# ---- receptor_teclado_ps2_flat ----
### src/rtl/receptor_teclado_ps2_if.sv
`default_nettype none
// ============================================================================
//  Module      : receptor_teclado_ps2_if
//  Description : Consumer-side bus of the PS/2 keyboard receiver. The
//                controller pops scancodes with a one-cycle ler pulse and
//                clears the sticky error flags with limpar_erros.
//  Ports       : ler                 pop request (controller -> receiver)
//                limpar_erros        clear sticky flags (controller -> receiver)
//                dado_lido_keyboard  FIFO head scancode, 8'h00 when empty
//                tecla_disponivel    FIFO non-empty
//                erro_quadro         sticky framing/parity/timeout fault
//                erro_overflow       sticky dropped-frame flag
//  Modports    : master = controller side, slave = receiver side
//  Revision    : 1.0 - initial release
// ============================================================================
interface receptor_teclado_ps2_if;
    logic       ler;
    logic       limpar_erros;
    logic [7:0] dado_lido_keyboard;
    logic       tecla_disponivel;
    logic       erro_quadro;
    logic       erro_overflow;

    modport master (
        output ler,
        output limpar_erros,
        input  dado_lido_keyboard,
        input  tecla_disponivel,
        input  erro_quadro,
        input  erro_overflow
    );

    modport slave (
        input  ler,
        input  limpar_erros,
        output dado_lido_keyboard,
        output tecla_disponivel,
        output erro_quadro,
        output erro_overflow
    );
endinterface
`default_nettype wire

### src/rtl/receptor_teclado_ps2.sv
`default_nettype none
// ============================================================================
//  Module      : receptor_teclado_ps2
//  Description : PS/2 keyboard receiver. Deserialises 11-bit device frames
//                (start, 8 data LSB first, odd parity, stop) into scancodes
//                and buffers them in a small FIFO read by the processor.
//  Ports       : clock     system clock, rising edge
//                reset_n   asynchronous active-low reset
//                ps2_clk   raw PS/2 clock line (asynchronous)
//                ps2_data  raw PS/2 data line (asynchronous)
//                bus       receptor_teclado_ps2_if.slave (pop/clear/status)
//  Options     : KEYBOARD_BREAK_FILTER_EN - when defined, break prefixes
//                (8'hF0) and the byte following them are dropped so only
//                make codes are queued.
//  Revision    : 1.0 - initial release
// ============================================================================
module receptor_teclado_ps2 #(
    parameter int FIFO_PROFUNDIDADE = 4,
    parameter int TIMEOUT_CICLOS    = 50000
) (
    input  wire logic               clock,
    input  wire logic               reset_n,
    input  wire logic               ps2_clk,
    input  wire logic               ps2_data,
    receptor_teclado_ps2_if.slave   bus
);

    localparam int c_ptr_w = $clog2(FIFO_PROFUNDIDADE);
    localparam int c_cnt_w = c_ptr_w + 1;
    localparam int c_to_w  = $clog2(TIMEOUT_CICLOS);
    localparam logic [c_to_w-1:0]  c_to_max = c_to_w'(TIMEOUT_CICLOS - 1);
    localparam logic [c_cnt_w-1:0] c_cheio  = c_cnt_w'(FIFO_PROFUNDIDADE);

    typedef enum logic [1:0] {
        OCIOSO    = 2'd0,
        RECEBENDO = 2'd1,
        VERIFICA  = 2'd2
    } estado_t;

    estado_t              r_estado;
    logic [3:0]           r_bits;
    logic [c_to_w-1:0]    r_timeout;
    logic [7:0]           r_shift;
    logic                 r_paridade;
    logic                 r_stop;

    logic                 r_clk_s1, r_clk_s2, r_clk_ant;
    logic                 r_data_s1, r_data_s2;

    logic [7:0]           r_mem [FIFO_PROFUNDIDADE];
    logic [c_ptr_w-1:0]   r_wr_ptr, r_rd_ptr;
    logic [c_cnt_w-1:0]   r_count;
    logic                 r_erro_quadro, r_erro_overflow;

    logic w_queda, w_timeout, w_quadro_ok, w_push_req;
    logic w_cheia, w_vazia, w_push, w_pop;

    // Synchronisers reset to 1 so the idle-high line never looks like a fall.
    always_ff @(posedge clock or negedge reset_n) begin
        if (!reset_n) begin
            r_clk_s1  <= 1'b1;
            r_clk_s2  <= 1'b1;
            r_clk_ant <= 1'b1;
            r_data_s1 <= 1'b1;
            r_data_s2 <= 1'b1;
        end else begin
            r_clk_s1  <= ps2_clk;
            r_clk_s2  <= r_clk_s1;
            r_clk_ant <= r_clk_s2;
            r_data_s1 <= ps2_data;
            r_data_s2 <= r_data_s1;
        end
    end

    assign w_queda     = r_clk_ant & ~r_clk_s2;
    // A falling edge in the same cycle as expiry keeps the frame alive.
    assign w_timeout   = (r_estado == RECEBENDO) && !w_queda && (r_timeout == c_to_max);
    assign w_quadro_ok = (^{r_shift, r_paridade}) & r_stop;

    always_ff @(posedge clock or negedge reset_n) begin
        if (!reset_n) begin
            r_estado   <= OCIOSO;
            r_bits     <= '0;
            r_timeout  <= '0;
            r_shift    <= '0;
            r_paridade <= 1'b0;
            r_stop     <= 1'b0;
        end else begin
            case (r_estado)
                OCIOSO: begin
                    r_timeout <= '0;
                    if (w_queda && !r_data_s2) begin
                        r_estado <= RECEBENDO;
                        r_bits   <= '0;
                    end
                end
                RECEBENDO: begin
                    if (w_queda) begin
                        r_timeout <= '0;
                        r_bits    <= r_bits + 4'd1;
                        if (r_bits < 4'd8) begin
                            r_shift <= {r_data_s2, r_shift[7:1]};
                        end else if (r_bits == 4'd8) begin
                            r_paridade <= r_data_s2;
                        end else begin
                            r_stop   <= r_data_s2;
                            r_estado <= VERIFICA;
                        end
                    end else if (w_timeout) begin
                        r_timeout <= '0;
                        r_estado  <= OCIOSO;
                    end else begin
                        r_timeout <= r_timeout + c_to_w'(1);
                    end
                end
                VERIFICA: r_estado <= OCIOSO;
                default:  r_estado <= OCIOSO;
            endcase
        end
    end

`ifdef KEYBOARD_BREAK_FILTER_EN
    // Armed by a valid F0; the following valid byte (the released key) is
    // swallowed and disarms it. Bad frames and timeouts also disarm.
    logic r_descartar;

    always_ff @(posedge clock or negedge reset_n) begin
        if (!reset_n) begin
            r_descartar <= 1'b0;
        end else if (r_estado == VERIFICA) begin
            r_descartar <= w_quadro_ok && !r_descartar && (r_shift == 8'hF0);
        end else if (w_timeout) begin
            r_descartar <= 1'b0;
        end
    end

    assign w_push_req = (r_estado == VERIFICA) && w_quadro_ok &&
                        !r_descartar && (r_shift != 8'hF0);
`else
    assign w_push_req = (r_estado == VERIFICA) && w_quadro_ok;
`endif

    assign w_vazia = (r_count == '0);
    assign w_cheia = (r_count == c_cheio);
    assign w_pop   = bus.ler && !w_vazia;
    // A pop in the same cycle frees the slot, so a full FIFO still accepts.
    assign w_push  = w_push_req && (!w_cheia || w_pop);

    always_ff @(posedge clock) begin
        if (w_push) begin
            r_mem[r_wr_ptr] <= r_shift;
        end
    end

    always_ff @(posedge clock or negedge reset_n) begin
        if (!reset_n) begin
            r_wr_ptr <= '0;
            r_rd_ptr <= '0;
            r_count  <= '0;
        end else begin
            if (w_push) r_wr_ptr <= r_wr_ptr + c_ptr_w'(1);
            if (w_pop)  r_rd_ptr <= r_rd_ptr + c_ptr_w'(1);
            case ({w_push, w_pop})
                2'b10:   r_count <= r_count + c_cnt_w'(1);
                2'b01:   r_count <= r_count - c_cnt_w'(1);
                default: r_count <= r_count;
            endcase
        end
    end

    // Sticky flags: a new event outranks a simultaneous clear.
    always_ff @(posedge clock or negedge reset_n) begin
        if (!reset_n) begin
            r_erro_quadro   <= 1'b0;
            r_erro_overflow <= 1'b0;
        end else begin
            if (w_timeout || ((r_estado == VERIFICA) && !w_quadro_ok))
                r_erro_quadro <= 1'b1;
            else if (bus.limpar_erros)
                r_erro_quadro <= 1'b0;

            if (w_push_req && w_cheia && !w_pop)
                r_erro_overflow <= 1'b1;
            else if (bus.limpar_erros)
                r_erro_overflow <= 1'b0;
        end
    end

    assign bus.dado_lido_keyboard = w_vazia ? 8'h00 : r_mem[r_rd_ptr];
    assign bus.tecla_disponivel   = !w_vazia;
    assign bus.erro_quadro        = r_erro_quadro;
    assign bus.erro_overflow      = r_erro_overflow;

endmodule
`default_nettype wire

### src/flat_wrapper.sv
// flat-port wrapper written by rule: the top's interface ports become plain ports
module receptor_teclado_ps2_flat 
#(
    parameter int FIFO_PROFUNDIDADE = 4,
    parameter int TIMEOUT_CICLOS    = 50000
)
  (clock, reset_n, ps2_clk, ps2_data, bus_ler, bus_limpar_erros, bus_dado_lido_keyboard, bus_tecla_disponivel, bus_erro_quadro, bus_erro_overflow);
  receptor_teclado_ps2_if bus_i ();
  input  wire logic clock;
  input  wire logic reset_n;
  input  wire logic ps2_clk;
  input  wire logic ps2_data;
  input wire logic [$bits(bus_i.ler)-1:0] bus_ler;
  input wire logic [$bits(bus_i.limpar_erros)-1:0] bus_limpar_erros;
  output wire logic [$bits(bus_i.dado_lido_keyboard)-1:0] bus_dado_lido_keyboard;
  output wire logic [$bits(bus_i.tecla_disponivel)-1:0] bus_tecla_disponivel;
  output wire logic [$bits(bus_i.erro_quadro)-1:0] bus_erro_quadro;
  output wire logic [$bits(bus_i.erro_overflow)-1:0] bus_erro_overflow;
  assign bus_i.ler = bus_ler;
  assign bus_i.limpar_erros = bus_limpar_erros;
  assign bus_dado_lido_keyboard = bus_i.dado_lido_keyboard;
  assign bus_tecla_disponivel = bus_i.tecla_disponivel;
  assign bus_erro_quadro = bus_i.erro_quadro;
  assign bus_erro_overflow = bus_i.erro_overflow;
  receptor_teclado_ps2 #(.FIFO_PROFUNDIDADE(FIFO_PROFUNDIDADE), .TIMEOUT_CICLOS(TIMEOUT_CICLOS)) u_core (.clock(clock), .reset_n(reset_n), .ps2_clk(ps2_clk), .ps2_data(ps2_data), .bus(bus_i));
endmodule
### config.mk
export PLATFORM = sky130hd
export DESIGN_NAME = receptor_teclado_ps2_flat
export DESIGN_NICKNAME = d
export VERILOG_FILES = /design/src/rtl/receptor_teclado_ps2_if.sv /design/src/rtl/receptor_teclado_ps2.sv /design/src/flat_wrapper.sv
export SDC_FILE = /design/constraint.sdc
export NUM_CORES = 1
export LEC_CHECK = 0
export CORE_ASPECT_RATIO = 2
export CORE_MARGIN = 1
export CORE_UTILIZATION = 52
export CTS_CLUSTER_SIZE = 14
export DETAILED_ROUTE_END_ITERATION = 8
export GPL_TIMING_DRIVEN = 0
export PLACE_DENSITY = 0.75
export SLEW_MARGIN = 10
export SYNTH_ARGS = -nofsm -noshare
export SYNTH_HDL_FRONTEND = slang
export SYNTH_SLANG_ARGS = --single-unit
export TNS_END_PERCENT = 20
### constraint.sdc
create_clock -name clock -period 2.6 [get_ports clock]
set_input_delay 0.52 -clock clock [delete_from_list [all_inputs] [get_ports clock]]
set_output_delay 0.52 -clock clock [all_outputs]
set_load 0.05 [all_outputs]
Figure 1. Signal wires on met3 (receptor_teclado_ps2_flat).
The bar under the picture is 20 µm long.
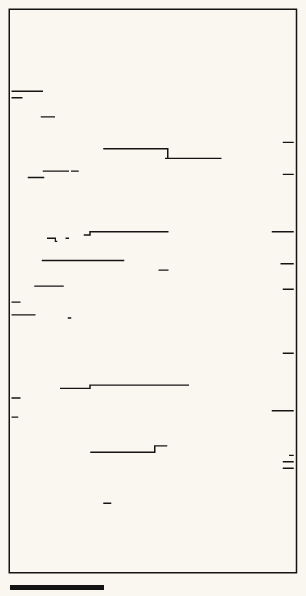
The wires run mostly horizontal. The layer holds 2.7% of the routed length. 24 nets have wire on it. The layer carries 175 µm of wire.

==> results.py <==
# Physical implementation metrics
metrics = {
    "run_status": {
        "status": "finished, final reports clean",
    },
    "floorplan": {
        "initCoreUtil_pct": 53.9,
        "chipWidth_um": 60.8,
        "ios": 17,
    },
    "synth": {
        "yosys.area_share.adder_pct": 3.34,
        "yosysUniqueCellTypes": 57,
        "ys_cells": 270,
        "synthAoiAreaFrac_pct": 6.26,
        "ys_ff": 78,
        "yosysWarnings": 0,
        "synth.cell_area_um2": 3600,
        "top_logic_kind": "simple AND/OR/NAND/NOR gates",
    },
    "finish": {
        "lay_top_cells": "36 x dfrtp_1, 32 x edfxtp_1, 16 x nand2_1",
        "final_common_cell": "dfrtp_1",
        "drive_gt1_share_pct": 23.9,
    },
    "pwr": {
        "intPower_uw": 2590,
        "worst_ir_drop_vdd_mv": 0.558,
        "combPwrFrac_pct": 20.0,
        "p_seq_uw": 1600,
    },
    "timing": {
        "holdWs_ps": 66.1,
        "slew_viol_final": 0,
        "period_minus_slack_ps": 2530,
        "slew_headroom_pct": 43.7,
    },
    "setup_path": {
        "cpMaxStageDelayCell": "or4b_4",
        "max_stage_delay_ps": 540,
        "crit_buf_inv": 2,
    },
    "cts": {
        "numCtsBuffers": 9,
        "cts_tree": "built",
        "htreeDepth": 3,
    },
    "grt": {
        "antenna_found_initial": 0,
        "grt_pass1_wl_um": 10900,
        "grt_max_degree": 36,
    },
    "place": {
        "place_area_um2": 3880,
        "place_inst": 375,
    },
    "routing": {
        "dr_total_vias": 2220,
    },
}
what timing repair did:
item                                   4_1_cts  5_1_grt
resized                                     12       11
setup endpoints to repair                   11        2
endpoints found under the hold margin        0        0
pin swaps                                    1        3
buffers inserted                             2        5
layout make-up:
| class | count | area (µm²) | share of cell area [%] |
|---|---|---|---|
| flip-flops and latches | 78 | 2120 | 50.0 |
| multi-input cells | 167 | 1410 | 33.2 |
| clock buffers | 10 | 229 | 5.38 |
| repair buffers | 24 | 219 | 5.15 |
| well taps | 88 | 110 | 2.59 |
| clock inverters | 6 | 62.6 | 1.47 |
| inverters | 16 | 60.1 | 1.41 |
| plain buffers | 8 | 35.0 | 0.824 |
registers in the layout (all words and copies together) (netlist names), 2 cells and up:
name / flops
u_core.r_mem: 32
u_core.r_timeout: 16
u_core.r_shift: 8
u_core.r_bits: 4
u_core.r_count: 3
u_core.r_estado: 2
u_core.r_rd_ptr: 2
u_core.r_wr_ptr: 2
metal layers:
| metal | vias to the layer above | share of wire [%] |
|---|---|---|
| met1 | 1101 | 37 |
| met4 | 0 | 1.8 |
| met3 | 10 | 2.7 |
| met5 | - | 0 |
| met2 | 41 | 58 |
| li1 | 1068 | - |

# ---- skin_scan_ctrl ----
### src/rtl/skin_pkg.sv
// Shared types and width helpers for the skin-scan sequencer.
// Tag fields are sized for the largest supported frame; the top narrows them.
package skin_pkg;

    typedef enum logic [1:0] {
        ST_IDLE,
        ST_SCAN,
        ST_DRAIN,
        ST_DONE
    } scan_state_t;

    localparam int IMG_W_DEF = 160;
    localparam int IMG_H_DEF = 120;
    localparam int TAG_AW    = 16;
    localparam int TAG_XW    = 12;
    localparam int TAG_YW    = 12;

    typedef struct packed {
        logic              valid;
        logic [TAG_AW-1:0] addr;
        logic [TAG_XW-1:0] x;
        logic [TAG_YW-1:0] y;
    } pix_tag_t;

    function automatic int coord_w(input int n);
        return (n > 1) ? $clog2(n) : 1;
    endfunction

    function automatic int cnt_w(input int w, input int h);
        return $clog2(w * h + 1);
    endfunction

endpackage

### src/rtl/skin_scan_ctrl_bbox_accum.sv
// Per-frame skin pixel counter and bounding-box tracker.
// Publishing samples the next-state values so a same-cycle final update is included.
module bbox_accum #(
    parameter int XW = 8,
    parameter int YW = 7,
    parameter int CW = 15
) (
    input  logic          clk_i,
    input  logic          rst_i,
    input  logic          clr_i,
    input  logic          upd_i,
    input  logic          pub_i,
    input  logic [XW-1:0] x_i,
    input  logic [YW-1:0] y_i,
    output logic [CW-1:0] count_o,
    output logic [XW-1:0] xmin_o,
    output logic [XW-1:0] xmax_o,
    output logic [YW-1:0] ymin_o,
    output logic [YW-1:0] ymax_o,
    output logic          valid_o
);

    logic [CW-1:0] cnt_q, cnt_d, pub_cnt_q;
    logic          hit_q, hit_d, pub_hit_q;
    logic [XW-1:0] xmin_q, xmin_d, xmax_q, xmax_d, pub_xmin_q, pub_xmax_q;
    logic [YW-1:0] ymin_q, ymin_d, ymax_q, ymax_d, pub_ymin_q, pub_ymax_q;

    // Cleared min/max stay zero until the first hit, so a no-skin frame publishes zeros.
    always_comb begin
        cnt_d  = cnt_q;
        hit_d  = hit_q;
        xmin_d = xmin_q;
        xmax_d = xmax_q;
        ymin_d = ymin_q;
        ymax_d = ymax_q;
        if (clr_i) begin
            cnt_d  = '0;
            hit_d  = 1'b0;
            xmin_d = '0;
            xmax_d = '0;
            ymin_d = '0;
            ymax_d = '0;
        end else if (upd_i) begin
            cnt_d = cnt_q + 1'b1;
            hit_d = 1'b1;
            if (!hit_q) begin
                xmin_d = x_i;
                xmax_d = x_i;
                ymin_d = y_i;
                ymax_d = y_i;
            end else begin
                if (x_i < xmin_q) xmin_d = x_i;
                if (x_i > xmax_q) xmax_d = x_i;
                if (y_i < ymin_q) ymin_d = y_i;
                if (y_i > ymax_q) ymax_d = y_i;
            end
        end
    end

    always_ff @(posedge clk_i) begin
        if (!rst_i) begin
            cnt_q      <= '0;
            hit_q      <= 1'b0;
            xmin_q     <= '0;
            xmax_q     <= '0;
            ymin_q     <= '0;
            ymax_q     <= '0;
            pub_cnt_q  <= '0;
            pub_hit_q  <= 1'b0;
            pub_xmin_q <= '0;
            pub_xmax_q <= '0;
            pub_ymin_q <= '0;
            pub_ymax_q <= '0;
        end else begin
            cnt_q  <= cnt_d;
            hit_q  <= hit_d;
            xmin_q <= xmin_d;
            xmax_q <= xmax_d;
            ymin_q <= ymin_d;
            ymax_q <= ymax_d;
            if (pub_i) begin
                pub_cnt_q  <= cnt_d;
                pub_hit_q  <= hit_d;
                pub_xmin_q <= xmin_d;
                pub_xmax_q <= xmax_d;
                pub_ymin_q <= ymin_d;
                pub_ymax_q <= ymax_d;
            end
        end
    end

    assign count_o = pub_cnt_q;
    assign valid_o = pub_hit_q;
    assign xmin_o  = pub_xmin_q;
    assign xmax_o  = pub_xmax_q;
    assign ymin_o  = pub_ymin_q;
    assign ymax_o  = pub_ymax_q;

endmodule

### src/rtl/skin_scan_ctrl.sv
// Raster frame-scan sequencer: feeds SkinDecider one pixel per cycle, writes the
// returned object bit to the mask memory and gathers per-frame skin statistics.
module skin_scan_ctrl
    import skin_pkg::*;
#(
    parameter  int IMG_W   = IMG_W_DEF,
    parameter  int IMG_H   = IMG_H_DEF,
    parameter  int DEC_LAT = 1,
    parameter  int ADDR_W  = 15,
    localparam int XW      = coord_w(IMG_W),
    localparam int YW      = coord_w(IMG_H),
    localparam int CW      = cnt_w(IMG_W, IMG_H)
) (
    input  logic              clk_i,
    input  logic              rst_i,
    input  logic              start_i,
    input  logic              bg_diff_en_i,
    input  logic              pause_i,
    output logic              pix_rd_o,
    output logic [ADDR_W-1:0] pix_addr_o,
    input  logic [7:0]        pix_y_i,
    input  logic [7:0]        pix_cb_i,
    input  logic [7:0]        pix_cr_i,
    output logic [7:0]        dec_luma_o,
    output logic [7:0]        dec_cb_o,
    output logic [7:0]        dec_cr_o,
    output logic              dec_bgdiff_o,
    input  logic              dec_obj_i,
    output logic              mask_we_o,
    output logic [ADDR_W-1:0] mask_addr_o,
    output logic              mask_bit_o,
    output logic              busy_o,
    output logic              done_o,
    output logic [CW-1:0]     skin_count_o,
    output logic [XW-1:0]     bbox_xmin_o,
    output logic [XW-1:0]     bbox_xmax_o,
    output logic [YW-1:0]     bbox_ymin_o,
    output logic [YW-1:0]     bbox_ymax_o,
    output logic              bbox_valid_o
);

    localparam int                STAGES    = 2 + DEC_LAT;
    localparam logic [XW-1:0]     X_LAST    = XW'(IMG_W - 1);
    localparam logic [ADDR_W-1:0] ADDR_LAST = ADDR_W'(IMG_W * IMG_H - 1);

    scan_state_t       state_q;
    logic [XW-1:0]     x_q;
    logic [YW-1:0]     y_q;
    logic [ADDR_W-1:0] addr_q;
    logic [7:0]        luma_q, cb_q, cr_q;
    logic              bgdiff_q, done_q;
    pix_tag_t          tag_q [STAGES];
    logic              issue, upstream_busy, publish, acc_clr, acc_upd;

    assign issue = (state_q == ST_SCAN) && !pause_i;

    // Drain ends once only the write-back stage can still hold a pixel.
    always_comb begin
        upstream_busy = 1'b0;
        for (int i = 0; i < STAGES - 1; i++) upstream_busy = upstream_busy | tag_q[i].valid;
    end

    assign publish = (state_q == ST_DRAIN) && !upstream_busy;
    assign acc_clr = (state_q == ST_IDLE) && start_i;
    assign acc_upd = tag_q[STAGES-1].valid && dec_obj_i;

    always_ff @(posedge clk_i) begin
        if (!rst_i) begin
            state_q  <= ST_IDLE;
            x_q      <= '0;
            y_q      <= '0;
            addr_q   <= '0;
            luma_q   <= '0;
            cb_q     <= '0;
            cr_q     <= '0;
            bgdiff_q <= 1'b0;
            done_q   <= 1'b0;
            for (int i = 0; i < STAGES; i++) tag_q[i] <= '0;
        end else begin
            done_q         <= 1'b0;
            tag_q[0].valid <= issue;
            tag_q[0].addr  <= TAG_AW'(addr_q);
            tag_q[0].x     <= TAG_XW'(x_q);
            tag_q[0].y     <= TAG_YW'(y_q);
            for (int i = 1; i < STAGES; i++) tag_q[i] <= tag_q[i-1];
            if (tag_q[0].valid) begin
                luma_q <= pix_y_i;
                cb_q   <= pix_cb_i;
                cr_q   <= pix_cr_i;
            end
            case (state_q)
                ST_IDLE: begin
                    if (start_i) begin
                        state_q  <= ST_SCAN;
                        bgdiff_q <= bg_diff_en_i;
                        x_q      <= '0;
                        y_q      <= '0;
                        addr_q   <= '0;
                    end
                end
                ST_SCAN: begin
                    if (!pause_i) begin
                        addr_q <= addr_q + 1'b1;
                        if (x_q == X_LAST) begin
                            x_q <= '0;
                            y_q <= y_q + 1'b1;
                        end else begin
                            x_q <= x_q + 1'b1;
                        end
                        if (addr_q == ADDR_LAST) state_q <= ST_DRAIN;
                    end
                end
                ST_DRAIN: begin
                    if (!upstream_busy) begin
                        state_q <= ST_DONE;
                        done_q  <= 1'b1;
                    end
                end
                default: state_q <= ST_IDLE;
            endcase
        end
    end

    bbox_accum #(.XW(XW), .YW(YW), .CW(CW)) u_accum (
        .clk_i   (clk_i),
        .rst_i   (rst_i),
        .clr_i   (acc_clr),
        .upd_i   (acc_upd),
        .pub_i   (publish),
        .x_i     (XW'(tag_q[STAGES-1].x)),
        .y_i     (YW'(tag_q[STAGES-1].y)),
        .count_o (skin_count_o),
        .xmin_o  (bbox_xmin_o),
        .xmax_o  (bbox_xmax_o),
        .ymin_o  (bbox_ymin_o),
        .ymax_o  (bbox_ymax_o),
        .valid_o (bbox_valid_o)
    );

    assign pix_rd_o     = issue;
    assign pix_addr_o   = addr_q;
    assign dec_luma_o   = luma_q;
    assign dec_cb_o     = cb_q;
    assign dec_cr_o     = cr_q;
    assign dec_bgdiff_o = bgdiff_q;
    assign mask_we_o    = tag_q[STAGES-1].valid;
    assign mask_addr_o  = ADDR_W'(tag_q[STAGES-1].addr);
    assign mask_bit_o   = tag_q[STAGES-1].valid & dec_obj_i;
    assign busy_o       = (state_q != ST_IDLE);
    assign done_o       = done_q;

endmodule

### config.mk
export PLATFORM = sky130hd
export DESIGN_NAME = skin_scan_ctrl
export DESIGN_NICKNAME = d
export VERILOG_FILES = /design/src/rtl/skin_pkg.sv /design/src/rtl/skin_scan_ctrl_bbox_accum.sv /design/src/rtl/skin_scan_ctrl.sv
export SDC_FILE = /design/constraint.sdc
export NUM_CORES = 1
export LEC_CHECK = 0
export CORE_MARGIN = 1.5
export CORE_UTILIZATION = 30
export DETAILED_ROUTE_END_ITERATION = 8
export GPL_TIMING_DRIVEN = 0
export PLACE_DENSITY_LB_ADDON = 0.05
export REMOVE_ABC_BUFFERS = 1
export SYNTH_ARGS = -nofsm -noshare
export SYNTH_HDL_FRONTEND = slang
export SYNTH_SLANG_ARGS = --single-unit
### constraint.sdc
create_clock -name clk_i -period 2.41 [get_ports clk_i]
set_clock_uncertainty 0.05 [all_clocks]
set_input_delay 0.482 -clock clk_i [delete_from_list [all_inputs] [get_ports clk_i]]
set_output_delay 0.482 -clock clk_i [all_outputs]
set_load 0.01 [all_outputs]
==> results.py <==
# Physical implementation metrics
metrics = {
    "pwr": {
        "comb_cell_power_uw": 1660,
        "intPower_uw": 7500,
        "p_seq_uw": 4340,
        "swShare_pct": 27.0,
    },
    "cts": {
        "clockBufferDepth": 3,
        "clkTransAtPathRegs_ps": 60,
        "cts_tree": "built",
        "cts.sinks": 243,
    },
    "finish": {
        "comb-cell-share_pct": 34.5,
        "flops": 243,
        "n_antenna_cell": 0,
        "largest_reg_flops": 93,
        "nets": 1140,
        "signal_buffers": 145,
        "flop_area_um2": 4880,
        "clock_buffers": 37,
    },
    "grt": {
        "grt_max_degree": 107,
        "use_met2_pct": 19.4,
    },
    "setup_path": {
        "max_stage_delay_ps": 390,
        "worst_r2r_endpoint": "u_accum.xmin_o[7]",
        "critPathTopFamily": "AND-OR/OR-AND gates",
        "crit_buf_inv": 1,
        "cp_cell_sequence": "ha_1 -> and3_1 -> a221o_1 -> a21oi_4 -> buf_4 -> o21ai_2 -> or3b_1 -> a21oi_1",
        "cp-endpoint": "u_accum.xmin_o[7]",
        "crit_start": "tag_q[0][101]",
    },
    "synth": {
        "syn_area_per_cell_um2": 9.75,
        "yosysWarnings": 0,
        "yosysUniqueCellTypes": 50,
        "edf_count": 0,
        "ys_ff": 243,
    },
    "routing": {
        "post-route-drc-count": 0,
        "postRouteAntennaNets": 0,
        "dr_total_vias": 6544,
        "wl_met2_um": 8670,
        "wl_met3_um": 1710,
    },
    "timing": {
        "fin_tns_setup_ps": 0,
        "slew_viol_final": 0,
        "finalHoldViolCount": 0,
    },
    "job": {
        "maxCapViolCount": 0,
    },
    "worst_hold_path": {
        "min_path_type": "flop to flop",
    },
    "run_status": {
        "status": "finished, final reports clean",
    },
    "floorplan": {
        "chipWidth_um": 179,
    },
}
==> logic make-up (layout without fill, tap and decap cells) <==
logic type,after synthesis,count (layout),share of synthesized area (%)
AND-OR/OR-AND,122,124,8.14
XOR/XNOR,37,37,3.47
adder cells (fa/ha/maj),36,36,4.83
buffers and inverters,99,234,4.76
flip-flops,243,243,52.1
multiplexers,57,57,6.12
AND/OR/NAND/NOR,363,363,20.5
==> cell usage in the layout, fill, tap and decap left out, types with 5 or more instances in the layout <==
master,netlist,layout
a21oi_1,24,23
xor2_1,26,26
dfxtp_1,243,233
and3_1,8,8
a31oi_1,17,17
nor2b_1,35,35
nand4_1,11,11
and2_1,108,106
mux2i_1,57,57
nor3_1,11,10
a21boi_0,10,10
buf_4,15,9
xnor2_1,11,11
clkinv_2,0,8
nor2_1,80,80
nand2_1,58,54
dfxtp_2,0,8
nand3_1,28,27
or3b_2,5,5
inv_1,38,38
clkdlybuf4s50_1,0,132
o21ai_0,45,44
clkbuf_1,33,5
ha_1,36,34
clkbuf_16,0,29
==> what timing repair did <==
action                     in CTS  in global routing
setup endpoints to repair     113                 40
gates cloned                    1                  1
setup buffers                   5                  4
gates resized                  26                 16
pin swaps                       2                  2
Figure 2. Routed metal, one colour a layer (skin_scan_ctrl).
The bar under the picture is 50 µm long.
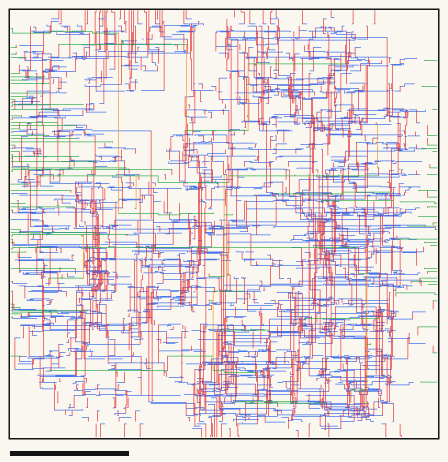
Key: met2 = red [wire length 8670 µm]; met3 = green [wire length 1710 µm]; met1 = blue [wire length 10500 µm]; met4 = orange [wire length 326 µm]

Figure 3. Cell placement (skin_scan_ctrl).
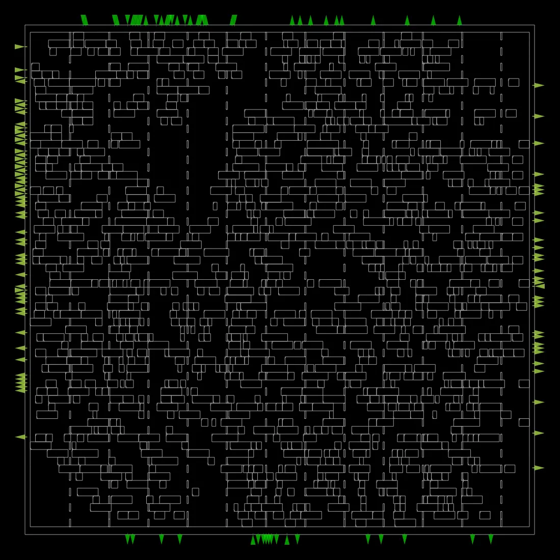
standard-cell rows: 64
core area: 30600 µm²
final std cells w/o fill: 1490
# fillers: 3099
post-layout util: 39.4%

Figure 4. M4 wires (skin_scan_ctrl).
Supply wires on this layer in grey. Cells faint in the background.
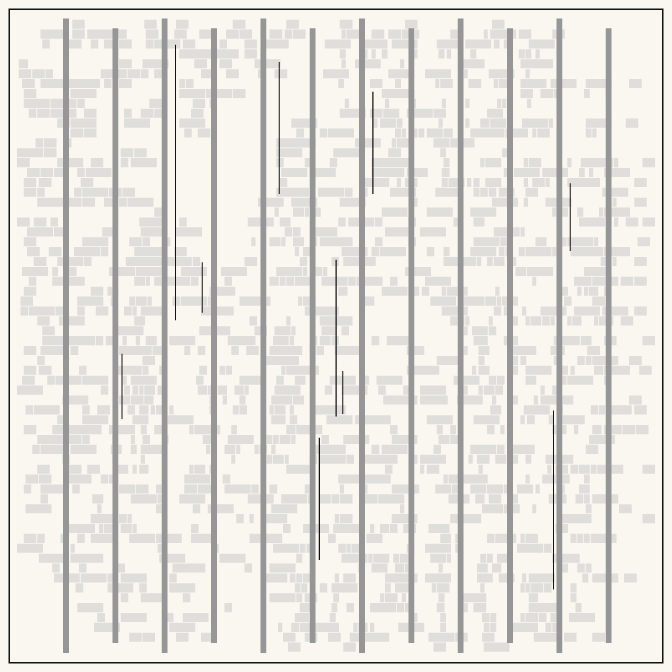
The wires run mostly vertical. 4 nets have wire on it. The longest straight run is 75.5 µm. The layer holds 1.5% of the routed length. The layer carries 326 µm of wire.


# ---- mod5_frame_sequencer_flat ----
Figure 5. Signal wires on met3 (mod5_frame_sequencer_flat).
The bar under the picture is 10 µm long.
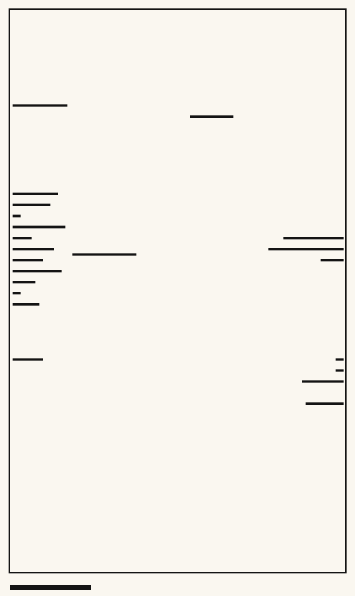
==> config.mk <==
export PLATFORM = sky130hd
export DESIGN_NAME = mod5_frame_sequencer_flat
export DESIGN_NICKNAME = d
export VERILOG_FILES = /design/src/rtl/mod5_frame_sequencer_if.sv /design/src/rtl/mod5_frame_sequencer.sv /design/src/flat_wrapper.sv
export SDC_FILE = /design/constraint.sdc
export NUM_CORES = 1
export LEC_CHECK = 0
export CORE_ASPECT_RATIO = 1.75
export CORE_MARGIN = 2
export CORE_UTILIZATION = 46
export CTS_CLUSTER_SIZE = 16
export DETAILED_ROUTE_END_ITERATION = 10
export PLACE_DENSITY = 0.88
export SLEW_MARGIN = 15
export SYNTH_ARGS = -nofsm -noshare
export SYNTH_HDL_FRONTEND = slang
export SYNTH_SLANG_ARGS = --single-unit
==> constraint.sdc <==
create_clock -name clock -period 1.7 [get_ports clock]
set_clock_uncertainty 0.1 [all_clocks]
set_input_delay 0.51 -clock clock [delete_from_list [all_inputs] [get_ports clock]]
set_output_delay 0.51 -clock clock [all_outputs]
set_load 0.02 [all_outputs]
==> src/rtl/mod5_frame_sequencer_if.sv <==
// Handshake bundle for mod5_frame_sequencer.
//   Upstream word channel : in_valid, in_ready, in_word
//   Downstream result     : out_valid, out_ready, out_remainder, out_word, divisible
// slave  : the sequencer side (accepts words, produces results).
// master : the producer/consumer side (drives words, consumes results).
interface mod5_frame_sequencer_if #(
  parameter int unsigned WIDTH = 8
) ();
  logic             in_valid;
  logic             in_ready;
  logic [WIDTH-1:0] in_word;
  logic             out_valid;
  logic             out_ready;
  logic [2:0]       out_remainder;
  logic [WIDTH-1:0] out_word;
  logic             divisible;

  modport slave (
    input  in_valid, in_word, out_ready,
    output in_ready, out_valid, out_remainder, out_word, divisible
  );

  modport master (
    output in_valid, in_word, out_ready,
    input  in_ready, out_valid, out_remainder, out_word, divisible
  );
endinterface

==> src/rtl/mod5_frame_sequencer.sv <==
// Frame sequencer wrapping a serial modulo-5 detector.
// Accepts a parallel word, clears the detector, shifts the word MSB-first into it,
// waits one cycle for the detector's registered remainder, then presents the result.
// Ports:
//   clock, reset  : clock and synchronous active-high reset
//   bus (slave)   : word input handshake and result output handshake
//   ser_bit       : serial data to the detector
//   det_en        : detector enable (high for exactly WIDTH cycles per frame)
//   det_reset     : detector reset (block reset or the CLEAR cycle)
//   det_remainder : detector's running remainder
//   check_error   : sticky mismatch flag between detector and in_word % 5
// Optional build macro MOD5_SEQ_SELFCHECK_EN enables the check_error reference;
// without it check_error is tied low.
module mod5_frame_sequencer #(
  parameter int unsigned WIDTH = 8,
  parameter int unsigned CNT_W = $clog2(WIDTH)
) (
  input  logic                  clock,
  input  logic                  reset,
  mod5_frame_sequencer_if.slave bus,
  output logic                  ser_bit,
  output logic                  det_en,
  output logic                  det_reset,
  input  logic [2:0]            det_remainder,
  output logic                  check_error
);

  typedef enum logic [2:0] {StIdle, StClear, StShift, StWait, StResult} state_e;

  state_e           state_q, state_d;
  logic [WIDTH-1:0] shreg_q, shreg_d;
  logic [WIDTH-1:0] word_q, word_d;
  logic [CNT_W-1:0] cnt_q, cnt_d;
  logic [2:0]       rem_q, rem_d;
`ifdef MOD5_SEQ_SELFCHECK_EN
  logic [2:0]       ref_q, ref_d;
  logic             err_q, err_d;
`endif

  always_comb begin
    state_d = state_q;
    shreg_d = shreg_q;
    word_d  = word_q;
    cnt_d   = cnt_q;
    rem_d   = rem_q;
`ifdef MOD5_SEQ_SELFCHECK_EN
    ref_d   = ref_q;
    err_d   = err_q;
`endif
    unique case (state_q)
      StIdle: begin
        if (bus.in_valid) begin
          shreg_d = bus.in_word;
          word_d  = bus.in_word;
`ifdef MOD5_SEQ_SELFCHECK_EN
          ref_d   = 3'(32'(bus.in_word) % 32'd5);
`endif
          state_d = StClear;
        end
      end
      StClear: begin
        cnt_d   = '0;
        state_d = StShift;
      end
      StShift: begin
        // Detector samples shreg MSB on this same edge.
        shreg_d = shreg_q << 1;
        cnt_d   = cnt_q + CNT_W'(1);
        if (cnt_q == CNT_W'(WIDTH - 1)) state_d = StWait;
      end
      StWait: begin
        // Detector remainder is registered, so it is only final one cycle after the last bit.
        rem_d   = det_remainder;
`ifdef MOD5_SEQ_SELFCHECK_EN
        if (det_remainder != ref_q) err_d = 1'b1;
`endif
        state_d = StResult;
      end
      StResult: begin
        if (bus.out_ready) state_d = StIdle;
      end
      default: state_d = StIdle;
    endcase
  end

  always_ff @(posedge clock) begin
    if (reset) begin
      state_q <= StIdle;
      shreg_q <= '0;
      word_q  <= '0;
      cnt_q   <= '0;
      rem_q   <= '0;
`ifdef MOD5_SEQ_SELFCHECK_EN
      ref_q   <= '0;
      err_q   <= 1'b0;
`endif
    end else begin
      state_q <= state_d;
      shreg_q <= shreg_d;
      word_q  <= word_d;
      cnt_q   <= cnt_d;
      rem_q   <= rem_d;
`ifdef MOD5_SEQ_SELFCHECK_EN
      ref_q   <= ref_d;
      err_q   <= err_d;
`endif
    end
  end

  assign bus.in_ready      = (state_q == StIdle);
  assign bus.out_valid     = (state_q == StResult);
  assign bus.out_remainder = rem_q;
  assign bus.out_word      = word_q;
  assign bus.divisible     = (state_q == StResult) && (rem_q == 3'd0);
  assign det_en            = (state_q == StShift);
  assign det_reset         = reset || (state_q == StClear);
  assign ser_bit           = (state_q == StShift) ? shreg_q[WIDTH-1] : 1'b0;

`ifdef MOD5_SEQ_SELFCHECK_EN
  assign check_error = err_q;
`else
  assign check_error = 1'b0;
`endif

endmodule

==> src/flat_wrapper.sv <==
// flat-port wrapper written by rule: the top's interface ports become plain ports
module mod5_frame_sequencer_flat 
#(
  parameter int unsigned WIDTH = 8,
  parameter int unsigned CNT_W = $clog2(WIDTH)
)
  (clock, reset, ser_bit, det_en, det_reset, det_remainder, check_error, bus_in_valid, bus_in_word, bus_out_ready, bus_in_ready, bus_out_valid, bus_out_remainder, bus_out_word, bus_divisible);
  mod5_frame_sequencer_if #(.WIDTH(WIDTH)) bus_i ();
  input  logic clock;
  input  logic reset;
  output logic ser_bit;
  output logic det_en;
  output logic det_reset;
  input  logic [2:0] det_remainder;
  output logic check_error;
  input wire logic [$bits(bus_i.in_valid)-1:0] bus_in_valid;
  input wire logic [$bits(bus_i.in_word)-1:0] bus_in_word;
  input wire logic [$bits(bus_i.out_ready)-1:0] bus_out_ready;
  output wire logic [$bits(bus_i.in_ready)-1:0] bus_in_ready;
  output wire logic [$bits(bus_i.out_valid)-1:0] bus_out_valid;
  output wire logic [$bits(bus_i.out_remainder)-1:0] bus_out_remainder;
  output wire logic [$bits(bus_i.out_word)-1:0] bus_out_word;
  output wire logic [$bits(bus_i.divisible)-1:0] bus_divisible;
  assign bus_i.in_valid = bus_in_valid;
  assign bus_i.in_word = bus_in_word;
  assign bus_i.out_ready = bus_out_ready;
  assign bus_in_ready = bus_i.in_ready;
  assign bus_out_valid = bus_i.out_valid;
  assign bus_out_remainder = bus_i.out_remainder;
  assign bus_out_word = bus_i.out_word;
  assign bus_divisible = bus_i.divisible;
  mod5_frame_sequencer #(.WIDTH(WIDTH), .CNT_W(CNT_W)) u_core (.clock(clock), .reset(reset), .bus(bus_i), .ser_bit(ser_bit), .det_en(det_en), .det_reset(det_reset), .det_remainder(det_remainder), .check_error(check_error));
endmodule
==> results.py <==
# Physical implementation metrics
metrics = {
    "run_status": {
        "status": "finished, violations left",
        "violations": "negative setup slack",
    },
    "synth": {
        "synthCells": 118,
        "ys_top_cells_by_count": "25 x dfxtp_1, 18 x nand2_1, 14 x a21oi_1",
        "ys_area_um2": 1120,
        "synth.most_common_cell": "dfxtp_1",
    },
    "pwr": {
        "pwr-share-seq_pct": 50.1,
        "switching_power_uw": 365,
        "swShare_pct": 28.0,
        "total_power_uw": 1300,
        "powerDensity_nw_per_um2": 814,
    },
    "finish": {
        "stdcell_count": 185,
        "design_area_um2": 1600,
        "nets": 178,
    },
    "cts": {
        "cts.sinks": 25,
        "numCtsBuffers": 3,
    },
    "timing": {
        "finalCritPeriodShare_pct": 110,
        "finalHoldViolCount": 0,
        "fin_ws_ps": -162,
        "finalSetupViolCount": 6,
    },
    "setup_path": {
        "worst_r2r_endpoint": "u_core.shreg_q[4]",
    },
    "floorplan": {
        "initCoreUtil_pct": 48.6,
    },
    "place": {
        "place_inst": 181,
    },
}
About Figure 5:
21 nets have wire on it. The layer carries 90.6 µm of wire. The layer holds 3.3% of the routed length.

-- layer usage --
layer	GRT usage, %	up-vias	wire length (µm)
met2	38.0	22	1470
met5	0	-	0
met4	5.38	0	19
li1	-	503	-
met1	24.8	488	1140
met3	1.92	2	90
-- flip-flops by register name, summed over array words and instances, names as in the netlist --
signal and cells:
u_core.bus.out_remainder 3, u_core.shreg_q 8, u_core.cnt_q 3, u_core.bus.out_word 8, u_core.state_q 3
-- cells by family after synthesis --
family | Yosys count | share of synthesized area (%)
buffers and inverters | 9 | 4.81
XOR/XNOR | 1 | 0.783
adder cells (fa/ha/maj) | 2 | 2.24
AND-OR/OR-AND | 25 | 15.5
multiplexers | 4 | 3.58
AND/OR/NAND/NOR | 51 | 28.0
flip-flops | 25 | 44.7
other | 1 | 0.335
-- timing repair --
action                                  in CTS  in global routing
gates resized                               54                  5
pin swaps                                    0                  1
endpoints found under the setup margin      32                 10
-- final cells by class --
type	count	area [µm²]
Tap cell	25	31.3
Multi-Input combinational cell	84	611
Timing Repair Buffer	47	402
Sequential cell	25	510
Fill cell	186	699
Clock buffer	3	41.3
Clock inverter	1	7.51

# ---- lfsr_gen ----
Figure 6. Sizing map (lfsr_gen).
The bar under the picture is 10 µm long.
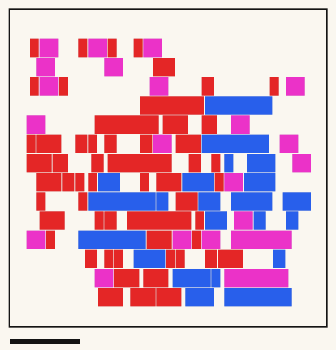
==> src/rtl/lfsr_gen.sv <==
// Parametrised Fibonacci/Galois LFSR with runtime seed load and all-zero lock-up recovery.
// Define LFSR_PERIOD_EN to build the period monitor that drives wrap and period.
module lfsr_gen #(
    parameter int unsigned WIDTH = 8,
    parameter logic [31:0] TAPS  = 32'h0000_00B8,
    parameter logic [31:0] SEED  = 32'd1,
    parameter int unsigned MODE  = 0
) (
    input  logic             clk,
    input  logic             reset,
    input  logic             enable,
    input  logic             load,
    input  logic [WIDTH-1:0] seed_in,
    output logic [WIDTH-1:0] value,
    output logic             lockup,
    output logic             wrap,
    output logic [WIDTH-1:0] period
);

    localparam logic [WIDTH-1:0] TAP_M  = TAPS[WIDTH-1:0];
    // A zero seed would park the register in the lock-up state, so it is promoted to 1.
    localparam logic [WIDTH-1:0] SEED_M = (SEED[WIDTH-1:0] == '0) ? WIDTH'(1) : SEED[WIDTH-1:0];

    function automatic logic [WIDTH-1:0] fib_step(input logic [WIDTH-1:0] v);
        return {v[WIDTH-2:0], ^(v & TAP_M)};
    endfunction

    function automatic logic [WIDTH-1:0] gal_step(input logic [WIDTH-1:0] v);
        return v[0] ? ((v >> 1) ^ TAP_M) : (v >> 1);
    endfunction

    logic [WIDTH-1:0] r_value;
    logic             r_lockup;
    logic [WIDTH-1:0] w_step;
    logic [WIDTH-1:0] w_load_val;
    logic             w_load_zero;
    logic             w_recover;
    logic             w_advance;

    assign w_step      = (MODE == 0) ? fib_step(r_value) : gal_step(r_value);
    assign w_load_zero = load && (seed_in == '0);
    assign w_load_val  = w_load_zero ? SEED_M : seed_in;
    assign w_recover   = !load && enable && (r_value == '0);
    assign w_advance   = !load && enable && (r_value != '0);

    always_ff @(posedge clk or negedge reset) begin
        if (!reset) begin
            r_value  <= SEED_M;
            r_lockup <= 1'b0;
        end else begin
            r_lockup <= w_load_zero || w_recover;
            if (load) begin
                r_value <= w_load_val;
            end else if (w_recover) begin
                r_value <= SEED_M;
            end else if (w_advance) begin
                r_value <= w_step;
            end
        end
    end

    assign value  = r_value;
    assign lockup = r_lockup;

`ifdef LFSR_PERIOD_EN
    // Saturating increment keeps a counter that never meets its start value from rolling over.
    function automatic logic [WIDTH-1:0] sat_inc(input logic [WIDTH-1:0] c);
        return (c == '1) ? c : c + WIDTH'(1);
    endfunction

    logic [WIDTH-1:0] r_start;
    logic [WIDTH-1:0] r_count;
    logic             r_wrap;
    logic [WIDTH-1:0] r_period;
    logic             w_hit;

    assign w_hit = w_advance && (w_step == r_start);

    always_ff @(posedge clk or negedge reset) begin
        if (!reset) begin
            r_start  <= SEED_M;
            r_count  <= '0;
            r_wrap   <= 1'b0;
            r_period <= '0;
        end else begin
            r_wrap <= w_hit;
            if (load) begin
                r_start <= w_load_val;
                r_count <= '0;
            end else if (w_recover) begin
                r_start <= SEED_M;
                r_count <= '0;
            end else if (w_hit) begin
                r_period <= sat_inc(r_count);
                r_count  <= '0;
            end else if (w_advance) begin
                r_count <= sat_inc(r_count);
            end
        end
    end

    assign wrap   = r_wrap;
    assign period = r_period;
`else
    assign wrap   = 1'b0;
    assign period = '0;
`endif

endmodule

==> config.mk <==
export PLATFORM = sky130hd
export DESIGN_NAME = lfsr_gen
export DESIGN_NICKNAME = d
export VERILOG_FILES = /design/src/rtl/lfsr_gen.sv
export SDC_FILE = /design/constraint.sdc
export NUM_CORES = 1
export LEC_CHECK = 0
export CORE_MARGIN = 2
export CORE_UTILIZATION = 34
export CTS_CLUSTER_DIAMETER = 200
export DETAILED_ROUTE_END_ITERATION = 10
export GPL_ROUTABILITY_DRIVEN = 0
export GPL_TIMING_DRIVEN = 0
export PLACE_DENSITY = 0.72
export SYNTH_ARGS = -nofsm -noshare
export SYNTH_HDL_FRONTEND = slang
export SYNTH_SLANG_ARGS = --single-unit
==> constraint.sdc <==
create_clock -name clk -period 1.3 [get_ports clk]
set_input_delay 0.26 -clock clk [delete_from_list [all_inputs] [get_ports clk]]
set_output_delay 0.26 -clock clk [all_outputs]
set_load 0.03 [all_outputs]
==> results.py <==
# Physical implementation metrics
metrics = {
    "grt": {
        "grt_pass1_wl_um": 2420,
        "use_met2_pct": 25.8,
        "grt_max_degree": 11,
        "grt_use_met3_pct": 4.40,
    },
    "synth": {
        "yosysWarnings": 0,
        "ys_area_um2": 567,
        "ys_cells": 64,
        "synthCells": 64,
        "ys_ff": 9,
    },
    "pwr": {
        "switching_power_uw": 341,
        "total_power_uw": 935,
        "intPower_uw": 593,
        "powerDensity_nw_per_um2": 1030,
        "swShare_pct": 36.5,
        "power_leader": "combinational logic",
        "worst_ir_drop_vdd_mv": 0.520,
        "combPwrFrac_pct": 38.5,
        "comb_cell_power_uw": 360,
    },
    "place": {
        "post-place-ws_ps": -336,
        "place_area_um2": 808,
        "place_inst": 106,
    },
    "cts": {
        "cts.sinks": 9,
        "htreeDepth": 1,
        "cts_hold_buf": 0,
        "cts_tree": "built",
        "clockBufferDepth": 2,
    },
    "finish": {
        "design_area_um2": 910,
        "final_common_cell": "buf_4",
        "nets": 113,
        "clock_buffers": 4,
        "comb-cell-share_pct": 37.0,
        "drive_gt1_share_pct": 43.4,
        "syn_to_final_growth_pct": 60.5,
        "signal_buffers": 35,
        "fillers": 138,
        "clk_share_pct": 2.89,
        "flops": 9,
        "flop_area_um2": 231,
    },
    "timing": {
        "finalCritPeriodShare_pct": 114,
        "finalSetupViolCount": 4,
        "finalHoldViolCount": 0,
        "fin_skew_ps": 1.92,
        "period_minus_slack_ps": 1480,
        "fin_ws_ps": -184,
        "slew_viol_final": 0,
    },
    "routing": {
        "postRouteAntennaNets": 0,
        "wl_per_cell_um": 12.7,
        "wl_met3_um": 103,
        "maxUsedRoutingLayer": "met4",
        "vias_per_cell": 4.85,
        "wl_met2_um": 679,
    },
    "setup_path": {
        "cp-endpoint": "value[5]",
        "r2r_slack_ps": -180,
        "critical_path.max_fanout": 2,
        "critPathArrivalTime_ps": 1620,
        "cpMaxStageDelayCell": "dfrtp_2",
        "crit_path_start_kind": "flop",
        "cp_data_required_time_ps": 1430,
        "crit_type": "flop to flop",
    },
    "floorplan": {
        "tap_cells": 16,
        "chipWidth_um": 44.8,
        "ios": 30,
        "rows": 14,
    },
    "run_status": {
        "status": "finished, violations left",
        "violations": "negative setup slack",
    },
    "worst_hold_path": {
        "min_path_type": "input pin to async pin",
    },
}
## Picture notes: Figure 6
Key: drive 1 or less = red [cells 56]; drive 3 to 4 = magenta [cells 21]; drive 2 = blue [cells 22]

synthesized netlist by cell type:
cell | instances | area, µm²
mux2i_1 | 5 | 50.1
ha_1 | 1 | 12.5
nor2_1 | 3 | 11.3
nand2_1 | 7 | 26.3
a311oi_1 | 1 | 8.76
nor4b_2 | 1 | 15.0
o22ai_1 | 1 | 6.26
nand4_1 | 1 | 6.26
conb_1 | 1 | 3.75
buf_4 | 10 | 75.1
clkbuf_1 | 2 | 7.51
dfstp_2 | 1 | 26.3
inv_1 | 4 | 15.0
xnor2_1 | 2 | 17.5
o21ai_0 | 7 | 35.0
a21oi_1 | 3 | 15.0
nor4_1 | 1 | 6.26
nand2b_1 | 1 | 6.26
o31ai_1 | 1 | 7.51
dfrtp_1 | 8 | 200
nor3_1 | 3 | 15.0
cells by family after synthesis:
| kind of cell | after synthesis | share of synthesized area, % |
|---|---|---|
| buffers and inverters | 16 | 17.2 |
| multiplexers | 5 | 8.83 |
| other | 1 | 0.662 |
| adder cells (fa/ha/maj) | 1 | 2.21 |
| flip-flops | 9 | 40.0 |
| XOR/XNOR | 2 | 3.09 |
| AND-OR/OR-AND | 13 | 12.8 |
| AND/OR/NAND/NOR | 17 | 15.2 |

# ---- fetch_unit ----
--- src/rtl/fetch_unit.sv ---
// Instruction fetch stage: sequential PC reads from a registered-read memory, buffered in a FIFO toward decode.
// Optional macro FETCH_BYPASS_EN lets a response reach decode in its arrival cycle when the FIFO is empty.
module fetch_unit #(
    parameter logic [7:0] RESET_PC = 8'h10,
    parameter int         DEPTH    = 4
) (
    input  logic        clk_i,
    input  logic        rst_ni,
    output logic        mem_val_o,
    output logic [7:0]  mem_addr_o,
    input  logic        mem_rdy_i,
    input  logic [15:0] mem_rdata_i,
    input  logic        redir_i,
    input  logic [7:0]  redir_pc_i,
    input  logic        halt_i,
    output logic        inst_val_o,
    output logic [15:0] inst_o,
    output logic [7:0]  inst_pc_o,
    input  logic        inst_rdy_i,
    output logic        busy_o
);
    localparam int AW = $clog2(DEPTH);
    localparam int CW = AW + 1;
    localparam logic [CW:0] DEPTH_L = DEPTH[CW:0];

    logic [7:0]    pc_q, pc_d;
    logic [7:0]    req_pc_q, req_pc_d;
    logic          inflight_q, inflight_d;
    logic [AW-1:0] wr_ptr_q, wr_ptr_d, rd_ptr_q, rd_ptr_d;
    logic [CW-1:0] count_q, count_d;
    logic [23:0]   fifo_q [DEPTH];

    logic [CW:0]   used;
    logic          accept, resp_ok, fifo_val, push, pop;
    logic [23:0]   head;

    // A pop in the current cycle never frees a credit for issue.
    assign used      = {1'b0, count_q} + {{CW{1'b0}}, inflight_q};
    assign mem_val_o = !rst_ni && !halt_i && !redir_i && (used < DEPTH_L);
    assign mem_addr_o = pc_q;
    assign accept    = mem_val_o && mem_rdy_i;
    // A response arriving in a redirect cycle belongs to the old path.
    assign resp_ok   = inflight_q && !redir_i;
    assign fifo_val  = (count_q != '0);
    assign pop       = fifo_val && inst_rdy_i && !redir_i;

`ifdef FETCH_BYPASS_EN
    logic bypass;
    assign bypass     = resp_ok && !fifo_val;
    assign push       = resp_ok && !(bypass && inst_rdy_i);
    assign inst_val_o = fifo_val || bypass;
    assign head       = fifo_val ? fifo_q[rd_ptr_q] :
                        (bypass ? {req_pc_q, mem_rdata_i} : 24'h0);
`else
    assign push       = resp_ok;
    assign inst_val_o = fifo_val;
    assign head       = fifo_val ? fifo_q[rd_ptr_q] : 24'h0;
`endif

    assign inst_pc_o = head[23:16];
    assign inst_o    = head[15:0];
    assign busy_o    = inst_val_o || inflight_q;

    always_comb begin
        pc_d       = pc_q;
        req_pc_d   = req_pc_q;
        inflight_d = accept;
        wr_ptr_d   = wr_ptr_q;
        rd_ptr_d   = rd_ptr_q;
        count_d    = count_q;
        if (redir_i) begin
            pc_d     = redir_pc_i;
            wr_ptr_d = '0;
            rd_ptr_d = '0;
            count_d  = '0;
        end else begin
            if (accept) begin
                pc_d     = pc_q + 8'd1;
                req_pc_d = pc_q;
            end
            if (push) wr_ptr_d = wr_ptr_q + AW'(1);
            if (pop)  rd_ptr_d = rd_ptr_q + AW'(1);
            count_d = count_q + CW'(push) - CW'(pop);
        end
    end

    always_ff @(posedge clk_i) begin
        if (rst_ni) begin
            pc_q       <= RESET_PC;
            req_pc_q   <= '0;
            inflight_q <= 1'b0;
            wr_ptr_q   <= '0;
            rd_ptr_q   <= '0;
            count_q    <= '0;
        end else begin
            pc_q       <= pc_d;
            req_pc_q   <= req_pc_d;
            inflight_q <= inflight_d;
            wr_ptr_q   <= wr_ptr_d;
            rd_ptr_q   <= rd_ptr_d;
            count_q    <= count_d;
        end
    end

    always_ff @(posedge clk_i) begin
        if (!rst_ni && push) fifo_q[wr_ptr_q] <= {req_pc_q, mem_rdata_i};
    end
endmodule

--- config.mk ---
export PLATFORM = sky130hd
export DESIGN_NAME = fetch_unit
export DESIGN_NICKNAME = d
export VERILOG_FILES = /design/src/rtl/fetch_unit.sv
export SDC_FILE = /design/constraint.sdc
export NUM_CORES = 1
export LEC_CHECK = 0
export ABC_AREA = 1
export CAP_MARGIN = 20
export CELL_PAD_IN_SITES_DETAIL_PLACEMENT = 0
export CELL_PAD_IN_SITES_GLOBAL_PLACEMENT = 1
export CORE_ASPECT_RATIO = 0.6
export CORE_MARGIN = 4
export CORE_UTILIZATION = 35
export CTS_BUF_LIST = sky130_fd_sc_hd__clkbuf_8
export DETAILED_ROUTE_END_ITERATION = 6
export PLACE_DENSITY_LB_ADDON = 0.12
export SLEW_MARGIN = 20
export SYNTH_ARGS = -nofsm -noshare
export SYNTH_HDL_FRONTEND = slang
export SYNTH_SLANG_ARGS = --single-unit
--- constraint.sdc ---
create_clock -name clk_i -period 5.55 [get_ports clk_i]
set_input_delay 0.555 -clock clk_i [delete_from_list [all_inputs] [get_ports clk_i]]
set_output_delay 0.555 -clock clk_i [all_outputs]
set_load 0.005 [all_outputs]
Figure 7. Routed metal, one colour a layer (fetch_unit).
The bar under the picture is 50 µm long.
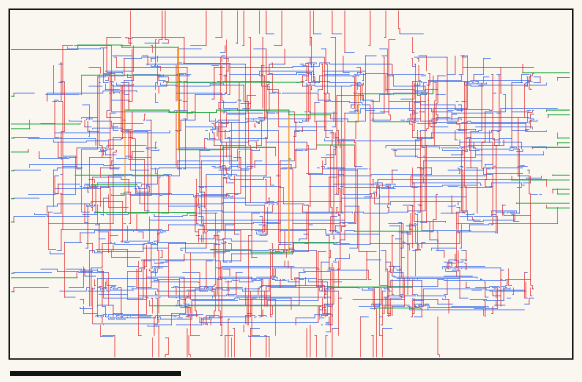
Key: met3 = green [wire length 648 µm]; met1 = blue [wire length 5700 µm]; met2 = red [wire length 4920 µm]; met4 = orange [wire length 103 µm]

Figure 8. I/O pins on the die edge (fetch_unit).
The bar under the picture is 50 µm long. Pins as bars across the die edge, other pins in grey.
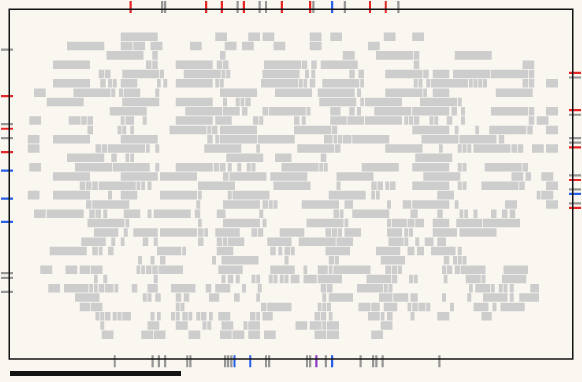
Key: inst_pc_o = blue [pins 8, direction output, edge 3 south, 3 west, 1 north, 1 east]; redir_i = purple [pins 1, direction input, edge south]; mem_rdata_i = red [pins 16, direction input, edge 8 north, 5 east, 3 west]
All pins by edge: 23 south, 17 north, 13 east, 12 west.

Figure 9. Cell placement (fetch_unit).
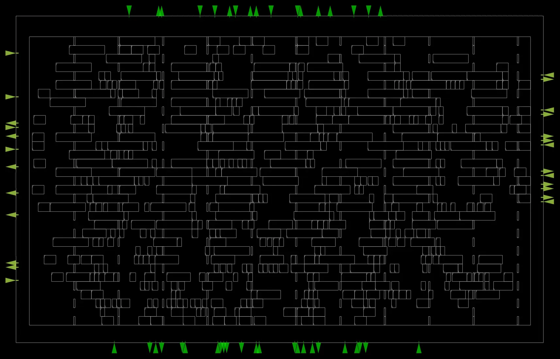
# fillers: 1304
sequential cell area share: 53.6%
core area: 14000 µm²

==> per-stage QoR <==
step	hold slack, ps	util (%)	power, µW	worst slack (ps)	cell area, µm²
detailed placement	465	42.4	1090	2280	5940
floorplan	441	-	1050	3210	5120
global placement	483	42.4	1090	2340	5940
CTS	476	45.4	1920	1800	6350
global route	507	45.4	1980	1560	6350
finish	469	45.4	1910	1890	6350
==> cells in the mapped netlist, types with 2 or more instances <==
cell type / n
nand2_1: 54
xnor2_1: 2
nand2_4: 2
clkbuf_1: 14
inv_2: 4
buf_6: 2
nor2_1: 112
a21oi_1: 39
dfxtp_1: 26
edfxtp_1: 96
buf_2: 6
o21ai_1: 29
nand3_1: 14
o21bai_1: 2
a21oi_2: 3
o21ai_0: 25
nand3_2: 2
inv_1: 23
ha_1: 8
==> registers in the layout, indices dropped and copies added, names as in the netlist, named ones only <==
signal / cells
count_q: 3
rd_ptr_q: 2
mem_addr_o: 8
wr_ptr_q: 2
fifo_q: 96
req_pc_q: 8
inflight_q: 1
==> per-layer routing <==
metal  vias up  part of all wire, %  GRT usage [%]
li1       1750                    -              -
met1      1622                   50           20.7
met2        66                   43           21.0
met3         9                  5.7           4.43
met4         0                 0.90           3.67
met5         -                    0              0
==> results.py <==
# Physical implementation metrics
metrics = {
    "run_status": {
        "status": "finished, final reports clean",
    },
    "synth": {
        "ys_seq_share_pct": 66.5,
        "ys_ff": 122,
        "synth.area.mux_share_pct": 0,
        "synthAoiAreaFrac_pct": 9.90,
        "yosys.area_share.adder_pct": 2.35,
        "edf_count": 96,
        "fp_nets": 514,
        "ys_area_um2": 5120,
    },
    "grt": {
        "grt_pass1_vias": 3311,
        "grt-ovfl-total": 0,
    },
    "setup_path": {
        "cp-endpoint": "inst_pc_o[6]",
        "reg2regPathDepth": 9,
        "critPathArrivalTime_ps": 3100,
        "crit_buf_inv": 2,
        "max_stage_delay_ps": 1020,
        "r2r-start": "count_q[1]",
    },
    "worst_hold_path": {
        "min_path_type": "flop to flop",
        "min_delay_path_depth": 2,
    },
    "pwr": {
        "comb_cell_power_uw": 75.1,
        "power_leader": "registers",
        "worst_ir_drop_vdd_mv": 0.134,
        "switching_power_uw": 398,
        "p_leak_uw": 0.00218,
    },
    "finish": {
        "largestClassByArea": "registers",
        "drive_gt1_share_pct": 10.3,
        "flop_area_um2": 3400,
    },
    "place": {
        "place_inst": 714,
    },
    "routing": {
        "dr_total_vias": 3447,
        "vias_per_cell": 4.62,
    },
    "timing": {
        "finalSetupViolCount": 0,
        "slew_viol_final": 0,
        "slew_headroom_pct": 28.9,
    },
    "cts": {
        "postCtsSetupBuffers": 0,
        "clock_latency_ps": 420,
    },
}


==> screenshots <==
Routed metal, one colour a layer.
shot_01.png
The bar under the picture is 10 µm long.
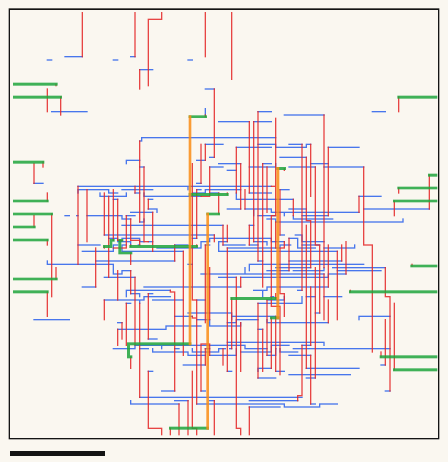
shot_02.png
The bar under the picture is 20 µm long.
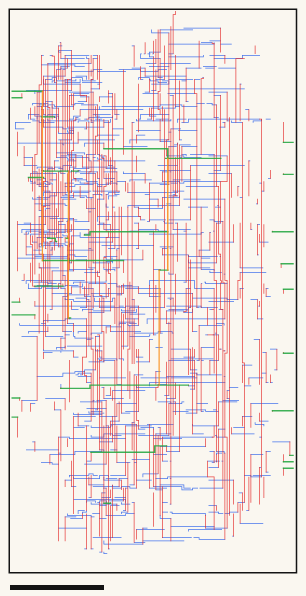
shot_03.png
The bar under the picture is 10 µm long.
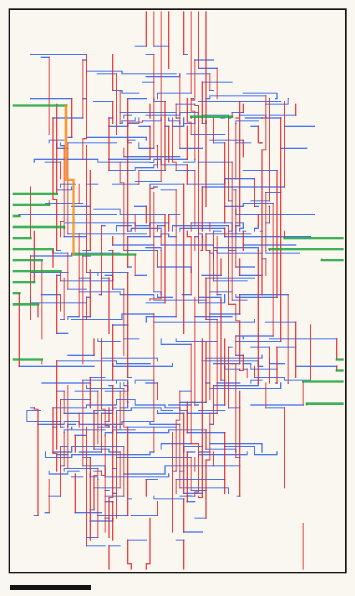
- shot_02.png = receptor_teclado_ps2_flat
- shot_01.png = lfsr_gen
- shot_03.png = mod5_frame_sequencer_flat

Key to shot_03.png:
Key: met4 = orange [wire length 19.3 µm]; met3 = green [wire length 90.6 µm]; met2 = red [wire length 1470 µm]; met1 = blue [wire length 1140 µm]


## Gallery

Signal wires on met3.
Plate I
The bar under the picture is 50 µm long.
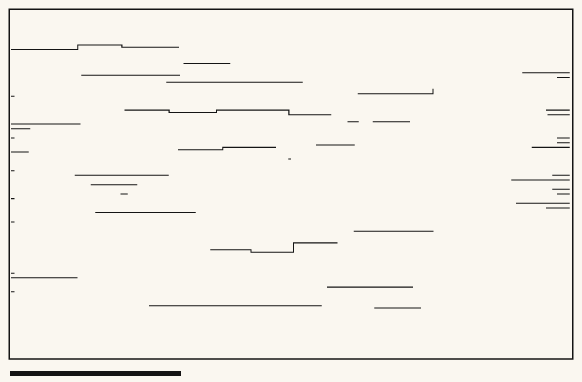
Plate II
The bar under the picture is 50 µm long.
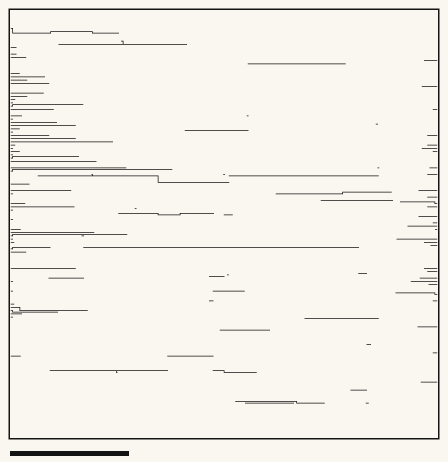
Plate III
The bar under the picture is 10 µm long.
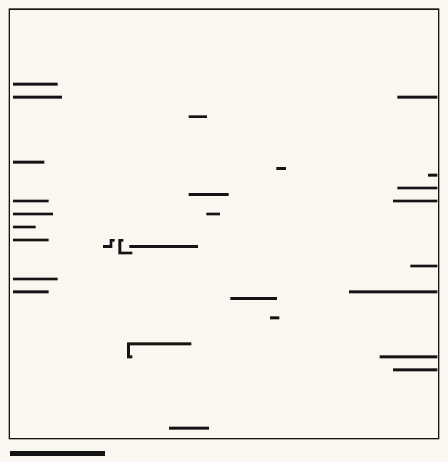
Plate I: fetch_unit
Plate II: skin_scan_ctrl
Plate III: lfsr_gen
Of these, smallest die: Plate III

Key to Plate III:
24 nets have wire on it. The wires run mostly horizontal. The longest straight run is 9.00 µm.

No activity file was given, so power comes from the tool's default toggle rates.
